######## hazard_scoreboard_flat ########
`src/rtl/hazard_scoreboard_if.sv`:
```
// rtl/hazard_scoreboard_if.sv - decode/completion bundle between pipeline and hazard scoreboard
interface hazard_scoreboard_if #(
    parameter int LAT_W = 3
);
    logic             issueValid;
    logic [4:0]       issueRd;
    logic             issueRegWrite;
    logic             issueLong;
    logic [LAT_W-1:0] issueLat;
    logic [4:0]       rs1;
    logic [4:0]       rs2;
    logic             rs1Used;
    logic             rs2Used;
    logic             cplValid;
    logic [4:0]       cplRd;
    logic             flush;
    logic             stall;
    logic [5:0]       pendingCount;
    logic             cplErr;

    // Pipeline side: drives decode, completion and flush; consumes stall and status
    modport master (
        output issueValid, issueRd, issueRegWrite, issueLong, issueLat,
        output rs1, rs2, rs1Used, rs2Used, cplValid, cplRd, flush,
        input  stall, pendingCount, cplErr
    );

    // Scoreboard side
    modport slave (
        input  issueValid, issueRd, issueRegWrite, issueLong, issueLat,
        input  rs1, rs2, rs1Used, rs2Used, cplValid, cplRd, flush,
        output stall, pendingCount, cplErr
    );
endinterface

```
`src/rtl/hazard_scoreboard.sv`:
```
// rtl/hazard_scoreboard.sv - in-flight register write tracker raising the decode stall
module hazard_scoreboard #(
    parameter int NREG  = 32,
    parameter int LAT_W = 3
) (
    input  logic               clk,
    input  logic               reset,
    hazard_scoreboard_if.slave sb
);
    // Entry 0 exists only for uniform indexing; it is forced empty so x0 costs nothing.
    logic [NREG-1:0]  pend_q, pend_d;
    logic [NREG-1:0]  long_q, long_d;
    logic [LAT_W-1:0] cnt_q [NREG];
    logic [LAT_W-1:0] cnt_d [NREG];
    logic [5:0]       count_q, count_d;
    logic             err_q, err_d;

    logic [NREG-1:0]  rdy;
    logic             stall_c;
    logic             accept;
    logic             cpl_bad;

    // Per-register readiness: empty, fixed op forwarding this cycle, or long op completing now
    always_comb begin
        rdy = '0;
        for (int i = 0; i < NREG; i++) begin
            rdy[i] = !pend_q[i]
                   | (!long_q[i] && cnt_q[i] == LAT_W'(1))
                   | (long_q[i] && sb.cplValid && sb.cplRd == 5'(i));
        end
        rdy[0] = 1'b1;
    end

    // Stall on RAW for used sources and on WAW for the destination
    always_comb begin
        stall_c = sb.issueValid & ((sb.rs1Used & !rdy[sb.rs1])
                                 | (sb.rs2Used & !rdy[sb.rs2])
                                 | (sb.issueRegWrite & !rdy[sb.issueRd]));
        // A flush squashes the decoding instruction, so nothing is accepted alongside it
        accept  = sb.issueValid & !stall_c & sb.issueRegWrite & (sb.issueRd != 5'd0)
                & (sb.issueLong | (sb.issueLat != '0)) & !sb.flush;
        cpl_bad = sb.cplValid & ((sb.cplRd == 5'd0)
                | !(pend_q[sb.cplRd] & long_q[sb.cplRd]));
    end

    // Next entry state: countdown, completion, flush, then accept overrides all
    always_comb begin
        pend_d  = pend_q;
        long_d  = long_q;
        count_d = '0;
        for (int i = 0; i < NREG; i++) begin
            cnt_d[i] = cnt_q[i];
            if (pend_q[i] && !long_q[i]) begin
                cnt_d[i] = cnt_q[i] - LAT_W'(1);
                if (cnt_q[i] == LAT_W'(1)) begin
                    pend_d[i] = 1'b0;
                end
            end
            if (pend_q[i] && long_q[i] && sb.cplValid && sb.cplRd == 5'(i)) begin
                pend_d[i] = 1'b0;
            end
            if (sb.flush && !long_q[i]) begin
                pend_d[i] = 1'b0;
            end
            if (accept && sb.issueRd == 5'(i)) begin
                pend_d[i] = 1'b1;
                long_d[i] = sb.issueLong;
                cnt_d[i]  = sb.issueLat;
            end
            if (!pend_d[i] || i == 0) begin
                pend_d[i] = 1'b0;
                long_d[i] = 1'b0;
                cnt_d[i]  = '0;
            end
            count_d = count_d + 6'(pend_d[i]);
        end
        err_d = err_q | cpl_bad;
    end

    // State register with synchronous reset
    always_ff @(posedge clk) begin
        if (reset) begin
            pend_q  <= '0;
            long_q  <= '0;
            count_q <= '0;
            err_q   <= 1'b0;
            for (int i = 0; i < NREG; i++) begin
                cnt_q[i] <= '0;
            end
        end else begin
            pend_q  <= pend_d;
            long_q  <= long_d;
            count_q <= count_d;
            err_q   <= err_d;
            for (int i = 0; i < NREG; i++) begin
                cnt_q[i] <= cnt_d[i];
            end
        end
    end

    // Drive outputs
    always_comb begin
        sb.stall        = stall_c;
        sb.pendingCount = count_q;
        sb.cplErr       = err_q;
    end
endmodule

```
`src/flat_wrapper.sv`:
```
// flat-port wrapper written by rule: the top's interface ports become plain ports
module hazard_scoreboard_flat 
#(
    parameter int NREG  = 32,
    parameter int LAT_W = 3
)
  (clk, reset, sb_issueValid, sb_issueRd, sb_issueRegWrite, sb_issueLong, sb_issueLat, sb_rs1, sb_rs2, sb_rs1Used, sb_rs2Used, sb_cplValid, sb_cplRd, sb_flush, sb_stall, sb_pendingCount, sb_cplErr);
  hazard_scoreboard_if #(.LAT_W(LAT_W)) sb_i ();
  input  logic clk;
  input  logic reset;
  input wire logic [$bits(sb_i.issueValid)-1:0] sb_issueValid;
  input wire logic [$bits(sb_i.issueRd)-1:0] sb_issueRd;
  input wire logic [$bits(sb_i.issueRegWrite)-1:0] sb_issueRegWrite;
  input wire logic [$bits(sb_i.issueLong)-1:0] sb_issueLong;
  input wire logic [$bits(sb_i.issueLat)-1:0] sb_issueLat;
  input wire logic [$bits(sb_i.rs1)-1:0] sb_rs1;
  input wire logic [$bits(sb_i.rs2)-1:0] sb_rs2;
  input wire logic [$bits(sb_i.rs1Used)-1:0] sb_rs1Used;
  input wire logic [$bits(sb_i.rs2Used)-1:0] sb_rs2Used;
  input wire logic [$bits(sb_i.cplValid)-1:0] sb_cplValid;
  input wire logic [$bits(sb_i.cplRd)-1:0] sb_cplRd;
  input wire logic [$bits(sb_i.flush)-1:0] sb_flush;
  output wire logic [$bits(sb_i.stall)-1:0] sb_stall;
  output wire logic [$bits(sb_i.pendingCount)-1:0] sb_pendingCount;
  output wire logic [$bits(sb_i.cplErr)-1:0] sb_cplErr;
  assign sb_i.issueValid = sb_issueValid;
  assign sb_i.issueRd = sb_issueRd;
  assign sb_i.issueRegWrite = sb_issueRegWrite;
  assign sb_i.issueLong = sb_issueLong;
  assign sb_i.issueLat = sb_issueLat;
  assign sb_i.rs1 = sb_rs1;
  assign sb_i.rs2 = sb_rs2;
  assign sb_i.rs1Used = sb_rs1Used;
  assign sb_i.rs2Used = sb_rs2Used;
  assign sb_i.cplValid = sb_cplValid;
  assign sb_i.cplRd = sb_cplRd;
  assign sb_i.flush = sb_flush;
  assign sb_stall = sb_i.stall;
  assign sb_pendingCount = sb_i.pendingCount;
  assign sb_cplErr = sb_i.cplErr;
  hazard_scoreboard #(.NREG(NREG), .LAT_W(LAT_W)) u_core (.clk(clk), .reset(reset), .sb(sb_i));
endmodule
```
`config.mk`:
```
export PLATFORM = sky130hd
export DESIGN_NAME = hazard_scoreboard_flat
export DESIGN_NICKNAME = d
export VERILOG_FILES = /design/src/rtl/hazard_scoreboard_if.sv /design/src/rtl/hazard_scoreboard.sv /design/src/flat_wrapper.sv
export SDC_FILE = /design/constraint.sdc
export NUM_CORES = 1
export LEC_CHECK = 0
export ABC_AREA = 1
export CAP_MARGIN = 20
export CORE_AREA = 8 8 169 171
export CTS_CLUSTER_DIAMETER = 40
export DETAILED_ROUTE_END_ITERATION = 8
export DIE_AREA = 0 0 177 179
export PLACE_DENSITY = 0.66
export SYNTH_ARGS = -nofsm -noshare
export SYNTH_HDL_FRONTEND = slang
export SYNTH_SLANG_ARGS = --single-unit
```
`constraint.sdc`:
```
create_clock -name clk -period 11.1 [get_ports clk]
set_input_delay 2.22 -clock clk [delete_from_list [all_inputs] [get_ports clk]]
set_output_delay 2.22 -clock clk [all_outputs]
set_load 0.005 [all_outputs]
```
######## key_debounce ########
### src/rtl/key_debounce_pkg.sv
// Shared definitions for the push-button debouncer:
// channel FSM states, default timing constants, width helper.
package key_debounce_pkg;

   localparam int DEF_NUM_KEYS      = 4;
   localparam int DEF_STABLE_CYCLES = 500000;
   localparam int DEF_REPEAT_DELAY  = 15000000;
   localparam int DEF_REPEAT_PERIOD = 2500000;

   localparam logic [1:0] ST_IDLE         = 2'd0;
   localparam logic [1:0] ST_PRESS_WAIT   = 2'd1;
   localparam logic [1:0] ST_HELD         = 2'd2;
   localparam logic [1:0] ST_RELEASE_WAIT = 2'd3;

   typedef enum logic [1:0] {
      IDLE         = ST_IDLE,
      PRESS_WAIT   = ST_PRESS_WAIT,
      HELD         = ST_HELD,
      RELEASE_WAIT = ST_RELEASE_WAIT
   } state_e;

   function automatic int max3(input int a, input int b, input int c);
      int m;
      m = (a > b) ? a : b;
      return (m > c) ? m : c;
   endfunction

endpackage

### src/rtl/key_debounce_ch.sv
// One button channel: 2-flop sync, debounce FSM, auto-repeat.
// All outputs come straight from flops.
module key_debounce_ch
   import key_debounce_pkg::*;
#(
   parameter int STABLE_CYCLES = DEF_STABLE_CYCLES,
   parameter int REPEAT_DELAY  = DEF_REPEAT_DELAY,
   parameter int REPEAT_PERIOD = DEF_REPEAT_PERIOD
) (
   input  logic clk_i,
   input  logic rst_i,
   input  logic key_n_i,
   output logic level_o,
   output logic press_o,
   output logic release_o,
   output logic tick_o
);

   localparam int MAXC = max3(STABLE_CYCLES, REPEAT_DELAY, REPEAT_PERIOD);
   localparam int CW   = $clog2(MAXC) + 1;

   localparam logic [CW-1:0] STB_C = CW'(STABLE_CYCLES);
   localparam logic [CW-1:0] DLY_C = CW'(REPEAT_DELAY);
   localparam logic [CW-1:0] PER_C = CW'(REPEAT_PERIOD);
   localparam logic [CW-1:0] ONE_C = CW'(1);

   logic [1:0]    sync_q;
   state_e        st_q, st_d;
   logic [CW-1:0] scnt_q, scnt_d;
   logic [CW-1:0] rcnt_q, rcnt_d;
   logic          rph_q, rph_d;
   logic          level_q, level_d;
   logic          press_q, press_d;
   logic          rel_q, rel_d;
   logic          tick_q, tick_d;

   logic          key_s;
   logic [CW-1:0] rinc;
   logic [CW-1:0] rlim;

   assign key_s = ~sync_q[1];
   assign rinc  = rcnt_q + ONE_C;
   assign rlim  = rph_q ? PER_C : DLY_C;

   always_comb begin
      st_d    = st_q;
      scnt_d  = scnt_q;
      rcnt_d  = rcnt_q;
      rph_d   = rph_q;
      level_d = level_q;
      press_d = 1'b0;
      rel_d   = 1'b0;
      tick_d  = 1'b0;
      unique case (st_q)
         IDLE: begin
            if (key_s) begin
               st_d   = PRESS_WAIT;
               scnt_d = ONE_C;
            end
         end
         PRESS_WAIT: begin
            if (!key_s) begin
               st_d   = IDLE;
               scnt_d = '0;
            end else if (scnt_q == STB_C) begin
               st_d    = HELD;
               scnt_d  = '0;
               level_d = 1'b1;
               press_d = 1'b1;
               tick_d  = 1'b1;
               rcnt_d  = '0;
               rph_d   = 1'b0;
            end else begin
               scnt_d = scnt_q + ONE_C;
            end
         end
         HELD: begin
            // Repeat counter freezes while a release is being qualified.
            if (!key_s) begin
               st_d   = RELEASE_WAIT;
               scnt_d = ONE_C;
            end else if (rinc == rlim) begin
               tick_d = 1'b1;
               rcnt_d = '0;
               rph_d  = 1'b1;
            end else begin
               rcnt_d = rinc;
            end
         end
         RELEASE_WAIT: begin
            if (key_s) begin
               st_d   = HELD;
               scnt_d = '0;
            end else if (scnt_q == STB_C) begin
               st_d    = IDLE;
               scnt_d  = '0;
               level_d = 1'b0;
               rel_d   = 1'b1;
               rcnt_d  = '0;
               rph_d   = 1'b0;
            end else begin
               scnt_d = scnt_q + ONE_C;
            end
         end
         default: begin
            st_d   = IDLE;
            scnt_d = '0;
         end
      endcase
   end

   always_ff @(posedge clk_i) begin
      if (rst_i) begin
         sync_q  <= 2'b11;
         st_q    <= IDLE;
         scnt_q  <= '0;
         rcnt_q  <= '0;
         rph_q   <= 1'b0;
         level_q <= 1'b0;
         press_q <= 1'b0;
         rel_q   <= 1'b0;
         tick_q  <= 1'b0;
      end else begin
         sync_q  <= {sync_q[0], key_n_i};
         st_q    <= st_d;
         scnt_q  <= scnt_d;
         rcnt_q  <= rcnt_d;
         rph_q   <= rph_d;
         level_q <= level_d;
         press_q <= press_d;
         rel_q   <= rel_d;
         tick_q  <= tick_d;
      end
   end

   assign level_o   = level_q;
   assign press_o   = press_q;
   assign release_o = rel_q;
   assign tick_o    = tick_q;

endmodule

### src/rtl/key_debounce.sv
// Multi-key debouncer: one independent channel per button,
// no arbitration between keys.
module key_debounce
   import key_debounce_pkg::*;
#(
   parameter int NUM_KEYS      = DEF_NUM_KEYS,
   parameter int STABLE_CYCLES = DEF_STABLE_CYCLES,
   parameter int REPEAT_DELAY  = DEF_REPEAT_DELAY,
   parameter int REPEAT_PERIOD = DEF_REPEAT_PERIOD
) (
   input  logic                CLOCK_50,
   input  logic                reset,
   input  logic [NUM_KEYS-1:0] KEY,
   output logic [NUM_KEYS-1:0] key_level,
   output logic [NUM_KEYS-1:0] key_press,
   output logic [NUM_KEYS-1:0] key_release,
   output logic [NUM_KEYS-1:0] key_tick
);

   for (genvar i = 0; i < NUM_KEYS; i++) begin : g_ch
      key_debounce_ch #(
         .STABLE_CYCLES (STABLE_CYCLES),
         .REPEAT_DELAY  (REPEAT_DELAY),
         .REPEAT_PERIOD (REPEAT_PERIOD)
      ) u_ch (
         .clk_i     (CLOCK_50),
         .rst_i     (reset),
         .key_n_i   (KEY[i]),
         .level_o   (key_level[i]),
         .press_o   (key_press[i]),
         .release_o (key_release[i]),
         .tick_o    (key_tick[i])
      );
   end

endmodule

### config.mk
export PLATFORM = sky130hd
export DESIGN_NAME = key_debounce
export DESIGN_NICKNAME = d
export VERILOG_FILES = /design/src/rtl/key_debounce_pkg.sv /design/src/rtl/key_debounce_ch.sv /design/src/rtl/key_debounce.sv
export SDC_FILE = /design/constraint.sdc
export NUM_CORES = 1
export LEC_CHECK = 0
export CAP_MARGIN = 5
export CORE_ASPECT_RATIO = 1.25
export CORE_MARGIN = 1
export CORE_UTILIZATION = 41
export CTS_CLUSTER_DIAMETER = 30
export CTS_CLUSTER_SIZE = 20
export DETAILED_ROUTE_END_ITERATION = 16
export GPL_TIMING_DRIVEN = 0
export PLACE_DENSITY = 0.61
export SYNTH_ARGS = -nofsm -noshare
export SYNTH_HDL_FRONTEND = slang
export SYNTH_SLANG_ARGS = --single-unit
### constraint.sdc
create_clock -name CLOCK_50 -period 3.5 [get_ports CLOCK_50]
set_input_delay 0.525 -clock CLOCK_50 [delete_from_list [all_inputs] [get_ports CLOCK_50]]
set_output_delay 0.525 -clock CLOCK_50 [all_outputs]
set_load 0.05 [all_outputs]
**key_debounce: M1 wires**

(1.5 px per um)
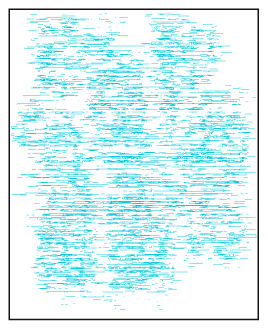
main direction	horizontal
nets with wire on the layer	1,735
longest straight run	44.2 um
share of all routed wire	45%

==> deck_impl_summary.md, key_debounce <==
Key Metrics from the Run

Status
  – Run status: complete, no violations

Layout
  – Most frequent standard cell in the layout excluding fill and tap cells: sky130_fd_sc_hd__dfxtp_1
  – Total number of nets in the final design: 1,833
  – Footprint of the multi-input gates: 8270 um2

Floorplan
  – Die Wd: 165 um

Setup path
  – Worst Path Buf+Inv: 1
  – Endpoint kind of the worst setup timing path: flop
  – Crit start category: flop
  – Cell depth of the worst flop-to-flop path: 10
  – Worst Path Arrival: 3700 ps
  – CP Launch Point: g_ch[1].u_ch.rcnt_q[1]

Final timing
  – Final critical-path share of the clock period: 94.5%
  – Worst slew margin relative to its limit: 36.7%
  – Highest clock rate: 302 MHz

Synth
  – Most instantiated flip-flop cell in the synthesis netlist: sky130_fd_sc_hd__dfxtp_1
  – Chip Area, Yosys: 13,600 um2
  – Syn Nets: 1,752
  – Number of library cell types mapped by synthesis: 82
  – Top area cell types: sky130_fd_sc_hd__dfxtp_1 (35%), sky130_fd_sc_hd__nor2_1 (5.8%), sky130_fd_sc_hd__xor2_1 (5.3%)
  – Fraction of synthesized cell area in xor and xnor cells: 8.04%

Route
  – Initial detailed-routing violation count: 700
  – Top layer reached by signal wires: met4
  – Routed Antenna Nets: 0

Clock tree
  – Number of clock sinks: 236
  – Clock buffers created by TritonCTS: 53
  – Clock tree root driver cell: sky130_fd_sc_hd__clkbuf_16

Power and ir drop
  – Total power divided by cell area: 561 nW/um2

Flow run
  – Number of logged tool warnings: 46

Place
  – Post-DP HPWL: 25.0 mm

Global route
  – Pin count of the biggest net entering global routing: 14
  – Global Route met1 Usage: 25.0%
  – Antenna violations before repair: 0
## key_debounce: power breakdown
part	leakage (nW)	switching, mW	internal (mW)	total, mW
combinational	2.98	0.692	0.322	1.01
sequential	1.90	0.0946	2.77	2.86
clock	0.936	1.60	3.72	5.33
## key_debounce: stage by stage
stage                     power (mW)  std cells  TNS (ps)  worst slack (ps)
after global routing            9.58       2257         0              2.22
after global placement          3.90       2153     -2430              -173
after detailed placement        3.92       2154     -2720              -182
final                           9.20       2257         0               193
after floorplan                 3.63       1714         0               437
after CTS                       9.30       2255         0              2.42
## key_debounce: area by class of cell
type                       instances  share of cell area [%]
buffer                           103                    3.10
clock buffer                      67                    9.02
clock inverter                    32                    2.82
inverter                          54                    1.23
multi-input combinational       1321                    50.3
sequential                       236                    28.8
tap                              418                    3.19
timing repair buffer              26                    1.51
## key_debounce: sequential cells by signal, indices dropped and copies added, names as in the netlist, named ones only
register             flops
g_ch.u_ch.level_o        4
g_ch.u_ch.rph_q          4
g_ch.u_ch.press_o        4
g_ch.u_ch.scnt_q       100
g_ch.u_ch.st_q           4
g_ch.u_ch.tick_o         4
g_ch.u_ch.release_o      4
g_ch.u_ch.sync_q         8
g_ch.u_ch.rcnt_q       100
**hazard_scoreboard_flat: where the registers sit**

(3 px per um)
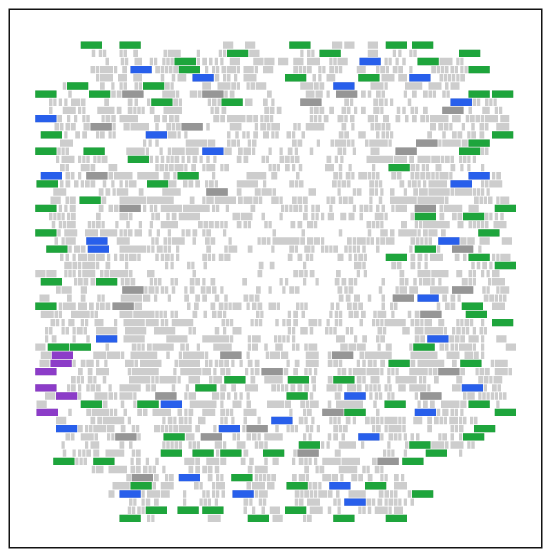
name in the netlist	colour	sequential cells
`u_core.cnt_q`	green	93
`u_core.sb.pendingCount`	purple	6
`u_core.pend_q`	blue	31
not coloured	32

==> deck_impl_summary.md, hazard_scoreboard_flat <==
Key Metrics from the Run

Layout
  – Total number of nets in the final design: 2,071
  – Final cell utilization of the core: 54.0%

Floorplan
  – Die Height: 179 um
  – Area of the chip: 31,700 um2

Setup path
  – Cell seen most often among critical-path stages: sky130_fd_sc_hd__fa_1
  – Crit-path leading delay family: adder cells
  – Classification of the worst setup path: input port to flop
  – Critical register-to-register path endpoint: u_core.sb.pendingCount[4]
  – Internal reg-to-reg setup slack: 3570 ps
  – Worst Path Buf+Inv: 8
  – Reg2reg start: u_core.cnt_q[0][25]

Synth
  – Most instantiated flip-flop cell in the synthesis netlist: sky130_fd_sc_hd__dfxtp_1
  – Synth top area share: 25.5%
  – Compound-Gate Fraction of Synth Area: 12.6%
  – Largest combinational cell category by area: simple AND/OR/NAND/NOR gates

Clock tree
  – Post-cts hold-fix buffer tally: 0
  – Number of clock sinks: 162

Final timing
  – Max Transition Viols Final: 0
  – Minimum period implied by the final worst setup slack: 10,020 ps

Global route
  – Pin count of the biggest net entering global routing: 71
  – Antenna violations before repair: 0
  – Global route total overflow: 0

Route
  – Met3 wire len: 4.35 mm

Status
  – Run status: complete, no violations

Power and ir drop
  – Static Leak: 5.12 nW
  – Total Power: 1.32 mW

Flow run
  – Max Cap Viol: 0
-- hazard_scoreboard_flat: area by class of cell --
| type | count | area [um2] | share of cell area [%] |
|---|---|---|---|
| multi-input cells | 1474 | 8290 | 59.6 |
| flip-flops and latches | 162 | 3240 | 23.3 |
| inverters | 235 | 882 | 6.34 |
| repair buffers | 55 | 531 | 3.81 |
| clock buffers | 17 | 425 | 3.06 |
| well taps | 335 | 419 | 3.01 |
| clock inverters | 15 | 125 | 0.899 |
-- hazard_scoreboard_flat: worst register-to-register path: cells and delay by family (launching register included) --
kind	cells	cell delay (ps)
AND/OR/NAND/NOR	10	1230
buffers and inverters	7	720
adder cells (fa/ha/maj)	9	3910
AND-OR/OR-AND	6	1210
flip-flops	1	340
-- hazard_scoreboard_flat: registers in the layout, indices dropped and copies added, names as in the netlist --
register and flops:
u_core.sb.cplErr 1, u_core.cnt_q 93, u_core.sb.pendingCount 6, u_core.long_q 31
u_core.pend_q 31
-- hazard_scoreboard_flat: power by group --
group | leakage (nW) | total, mW | switching, mW | internal [mW]
sequential | 1.30 | 0.582 | 0.000389 | 0.581
combinational | 3.55 | 0.150 | 0.115 | 0.0348
clock | 0.271 | 0.584 | 0.290 | 0.294

==> gallery <==
Track usage over the die.
picture 1
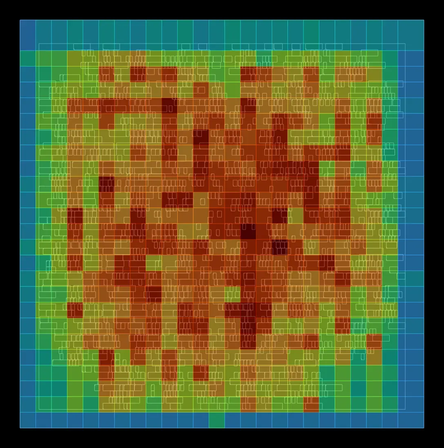
picture 2
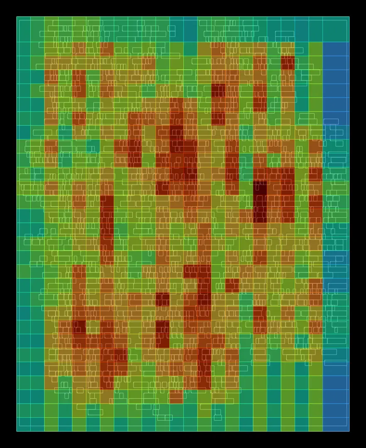
| picture | from |
|---|---|
| picture 1 | hazard_scoreboard_flat |
| picture 2 | key_debounce |


######## baud_gen_nco ########
**baud_gen_nco: close-up of the layout**

Region (55, 55) to (80, 80) um. Cells in grey, sequential cells in the stronger grey; small squares are vias.
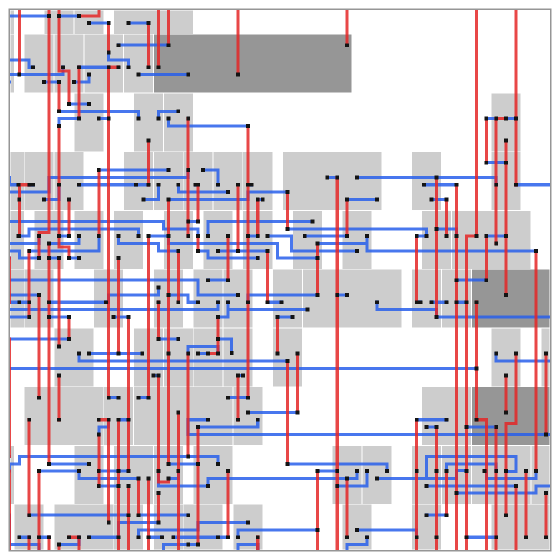
**baud_gen_nco: track usage over the die**

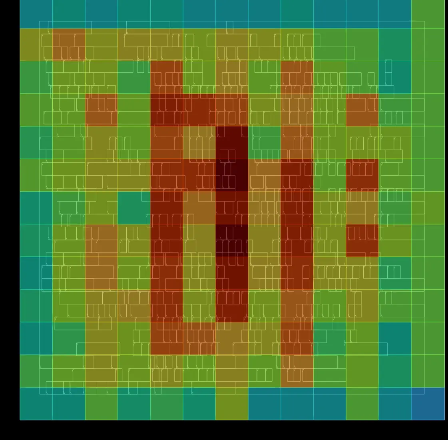
File: src/rtl/baud_gen_nco.sv
// baud_gen_nco: fractional (NCO) baud generator for the UART path.
//
// A phase accumulator advances by a per-rate increment on every enabled
// clock. Each accumulator carry produces one oversampled sample_tick; every
// OVERSAMPLE-th sample_tick also raises baud_tick. The carry is dropped and
// the residue kept, so the fractional part carries forward without drift.
//
// Ports:
//   clk          system clock
//   reset        asynchronous, active-high reset
//   enable       accumulator advances only while high
//   resync       one-cycle pulse, restarts phase and sample index at zero
//   baud_sel     rate select, 300 .. 115200 bit/s (see BAUD table below)
//   sample_tick  one-cycle pulse at OVERSAMPLE x baud rate
//   baud_tick    one-cycle pulse at baud rate, always with a sample_tick
//   sample_idx   index of the current sample within the bit

module baud_gen_nco #(
  parameter int CLK_HZ     = 50000000,
  parameter int OVERSAMPLE = 16,
  parameter int ACC_W      = 24,
  localparam int CNT_W     = $clog2(OVERSAMPLE)
) (
  input  logic             clk,
  input  logic             reset,
  input  logic             enable,
  input  logic             resync,
  input  logic [2:0]       baud_sel,
  output logic             sample_tick,
  output logic             baud_tick,
  output logic [CNT_W-1:0] sample_idx
);

  // Increment = round(baud * OVERSAMPLE * 2^ACC_W / CLK_HZ), 64-bit math.
  function automatic logic [63:0] calc_inc(input int k);
    logic [63:0] baud;
    case (k)
      0:       baud = 64'd300;
      1:       baud = 64'd1200;
      2:       baud = 64'd4800;
      3:       baud = 64'd9600;
      4:       baud = 64'd19200;
      5:       baud = 64'd38400;
      6:       baud = 64'd57600;
      default: baud = 64'd115200;
    endcase
    return (baud * 64'(OVERSAMPLE) * (64'd1 << ACC_W) + 64'(CLK_HZ / 2))
           / 64'(CLK_HZ);
  endfunction

  localparam logic [63:0] INC_TAB [8] = '{
    calc_inc(0), calc_inc(1), calc_inc(2), calc_inc(3),
    calc_inc(4), calc_inc(5), calc_inc(6), calc_inc(7)
  };

  localparam logic [CNT_W-1:0] CNT_LAST = CNT_W'(OVERSAMPLE - 1);

  // Parameter sanity: an increment of zero never ticks, and one at or above
  // half the phase range would ask for sample_tick faster than clk/2.
  if (OVERSAMPLE < 4 || OVERSAMPLE > 64 ||
      (OVERSAMPLE & (OVERSAMPLE - 1)) != 0) begin : g_bad_oversample
    $fatal(1, "baud_gen_nco: OVERSAMPLE must be a power of two in 4..64");
  end
  if (ACC_W < 16 || ACC_W > 32) begin : g_bad_acc_w
    $fatal(1, "baud_gen_nco: ACC_W must be in 16..32");
  end
  for (genvar k = 0; k < 8; k++) begin : g_inc_chk
    if (INC_TAB[k] == 64'd0 ||
        INC_TAB[k] >= (64'd1 << (ACC_W - 1))) begin : g_bad_inc
      $fatal(1, "baud_gen_nco: increment out of range for baud_sel %0d", k);
    end
  end

  logic [ACC_W-1:0] acc_q;
  logic [CNT_W-1:0] cnt_q;
  logic [2:0]       sel_q;
  logic             sample_tick_q;
  logic             baud_tick_q;

  logic [ACC_W-1:0] inc_sel;
  logic [ACC_W:0]   sum_d;

  // Increment follows the registered select so a rate change only takes
  // effect on the edge after it has been accepted.
  assign inc_sel = INC_TAB[sel_q][ACC_W-1:0];
  assign sum_d   = {1'b0, acc_q} + {1'b0, inc_sel};

  always_ff @(posedge clk or posedge reset) begin
    if (reset) begin
      acc_q         <= '0;
      cnt_q         <= '0;
      sel_q         <= 3'b000;
      sample_tick_q <= 1'b0;
      baud_tick_q   <= 1'b0;
    end else if (baud_sel != sel_q) begin
      sel_q         <= baud_sel;
      acc_q         <= '0;
      cnt_q         <= '0;
      sample_tick_q <= 1'b0;
      baud_tick_q   <= 1'b0;
    end else if (resync) begin
      acc_q         <= '0;
      cnt_q         <= '0;
      sample_tick_q <= 1'b0;
      baud_tick_q   <= 1'b0;
    end else if (!enable) begin
      sample_tick_q <= 1'b0;
      baud_tick_q   <= 1'b0;
    end else begin
      // Carry is dropped, residue kept: fractional carry-forward.
      acc_q         <= sum_d[ACC_W-1:0];
      sample_tick_q <= sum_d[ACC_W];
      if (sum_d[ACC_W]) begin
        cnt_q       <= cnt_q + CNT_W'(1);
        baud_tick_q <= (cnt_q == CNT_LAST);
      end else begin
        baud_tick_q <= 1'b0;
      end
    end
  end

  assign sample_tick = sample_tick_q;
  assign baud_tick   = baud_tick_q;
  assign sample_idx  = cnt_q;

endmodule

File: config.mk
export PLATFORM = sky130hd
export DESIGN_NAME = baud_gen_nco
export DESIGN_NICKNAME = d
export VERILOG_FILES = /design/src/rtl/baud_gen_nco.sv
export SDC_FILE = /design/constraint.sdc
export NUM_CORES = 1
export LEC_CHECK = 0
export ABC_AREA = 1
export CAP_MARGIN = 40
export CORE_MARGIN = 4
export CORE_UTILIZATION = 50
export CTS_CLUSTER_SIZE = 24
export DETAILED_ROUTE_END_ITERATION = 16
export GPL_ROUTABILITY_DRIVEN = 0
export PLACE_DENSITY_LB_ADDON = 0.08
export SKIP_LAST_GASP = 1
export SLEW_MARGIN = 20
export SYNTH_ARGS = -nofsm -noshare
export SYNTH_HDL_FRONTEND = slang
export SYNTH_SLANG_ARGS = --single-unit
File: constraint.sdc
create_clock -name clk -period 2.95 [get_ports clk]
set_input_delay 0.295 -clock clk [delete_from_list [all_inputs] [get_ports clk]]
set_output_delay 0.295 -clock clk [all_outputs]
set_load 0.02 [all_outputs]
==> deck_impl_summary.md <==
Key Metrics from the Run

Floorplan
  – Placement row count: 29
  – Number of top-level design ports: 13
  – Die Wd: 89.8 um

Final timing
  – Summed negative setup slack over all endpoints: 0 ps
  – Final hold viol count: 0
  – Transition time at the pin with the least slew margin: 513 ps
  – Minimum period implied by the final worst setup slack: 2670 ps
  – Final-report setup violation count: 0
  – Max Transition Viols Final: 0

Layout
  – Footprint of the multi-input gates: 2140 um2
  – Most frequently placed logic cells in the final layout: sky130_fd_sc_hd__nand2_1 (207), sky130_fd_sc_hd__inv_1 (84), sky130_fd_sc_hd__nor2_1 (49)
  – Area taken by flip-flops and latches: 826 um2

Setup path
  – Internal reg-to-reg setup slack: 280 ps
  – Critical register-to-register path endpoint: acc_q[9]
  – Classification of the worst setup path: flop to flop
  – Crit start category: flop

Power and ir drop
  – Internal Pwr Total: 704 uW
  – Total power divided by cell area: 295 nW/um2
  – Clock network fraction of design power: 34.2%
  – Net Sw Power: 373 uW
  – Dominant power group: registers

Route
  – Initial detailed-routing violation count: 140
  – Via total after detailed routing: 3,210
  – Aggregate routed wire length: 8.51 mm
  – Number of remaining DRC errors: 0

Global route
  – Pin count of the biggest net entering global routing: 34
  – Vias in the first global route: 3,062

Synth
  – Share of synthesized cell area in and, or, nand and nor gates: 44.6%
  – Largest combinational cell category by area: simple AND/OR/NAND/NOR gates
  – Top post-synthesis cells by count: sky130_fd_sc_hd__nand2_1 (207), sky130_fd_sc_hd__inv_1 (85), sky130_fd_sc_hd__nor2_1 (49), sky130_fd_sc_hd__dfrtp_1 (33), sky130_fd_sc_hd__ha_1 (31)
  – Post-synthesis register bit count: 33
  – Top-count cell post-synth: sky130_fd_sc_hd__nand2_1
  – Compound-Gate Fraction of Synth Area: 4.89%

Clock tree
  – Number of clock sinks: 33
  – TritonCTS clock tree: done
  – Clock buffers created by TritonCTS: 5

Flow run
  – Max Cap Viol: 0

Status
  – Run status: complete, no violations
## Picture notes: 'close-up of the layout' of baud_gen_nco
layer	colour
M1	blue
M2	red
sequential cells in the window	1
cells with their middle in the window	69
most frequent	nand2_1 (32), inv_1 (14), nor2_1 (8)
netlist names of flops here include	`acc_q` (1)

## Picture notes: 'track usage over the die' of baud_gen_nco
met2 GRT Util: 36.6%
Wirelength per Cell: 13.6 um
global-route usage over all layers: 21.9%
most utilized layer in the global route result: met2
Global Route met1 Usage: 29.5%

routing by layer:
layer	vias to the layer above	routed length [um]	track usage [%]	part of all wire, %
li1	1659	-	-	-
met5	-	0	0	0
met2	67	3960	36.6	47
met3	7	403	3.34	4.7
met1	1477	4040	29.5	48
met4	0	101	6.26	1.2
metrics by stage:
| step | area, um2 | setup WS [ps] | utilization (%) |
|---|---|---|---|
| 2_1_floorplan | 3350 | 369 | - |
| 3_3_place_gp | 3550 | 295 | 55.3 |
| 3_5_place_dp | 3550 | 187 | 55.3 |
| 4_1_cts | 3640 | 182 | 56.7 |
| 5_1_grt | 3650 | 35.4 | 56.8 |
| 6_report | 3650 | 283 | 56.8 |
worst min-delay path: cells and delay by family:
kind,cells,cell delay (ps)
buffers and inverters,3,830
cell type report:
class / instances / share of cell area (%)
Inverter: 88 / 9.19
Sequential cell: 33 / 22.6
Clock buffer: 5 / 1.89
Multi-Input combinational cell: 401 / 58.7
Clock inverter: 3 / 0.617
Timing Repair Buffer: 17 / 4.32
Tap cell: 77 / 2.64
registers in the layout, summed over array words and instances (netlist names):
name and count:
sample_tick 1, acc_q 24, baud_tick 1, sel_q 3
sample_idx 4


==> gallery <==
Selected gate families.
panel A
(1.5 px per um)
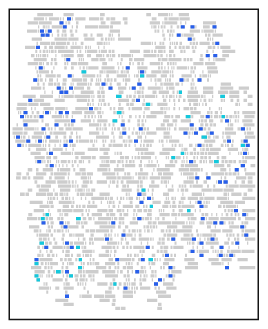
panel B
(1.5 px per um)
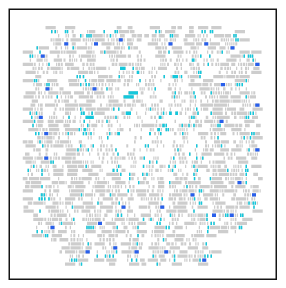
panel C
(3 px per um)
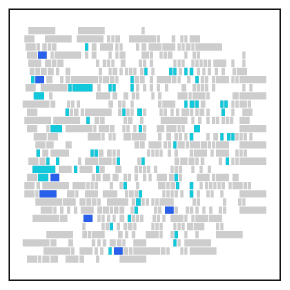
baud_gen_nco: panel C
key_debounce: panel A
hazard_scoreboard_flat: panel B
The one with the smallest die is panel C.
The one with the fewest cells is panel C.

Key to panel C:
family	colour	cells
xor and xnor cells	blue	7
nor cells	cyan	58

No activity file was given, so power comes from the tool's default toggle rates.
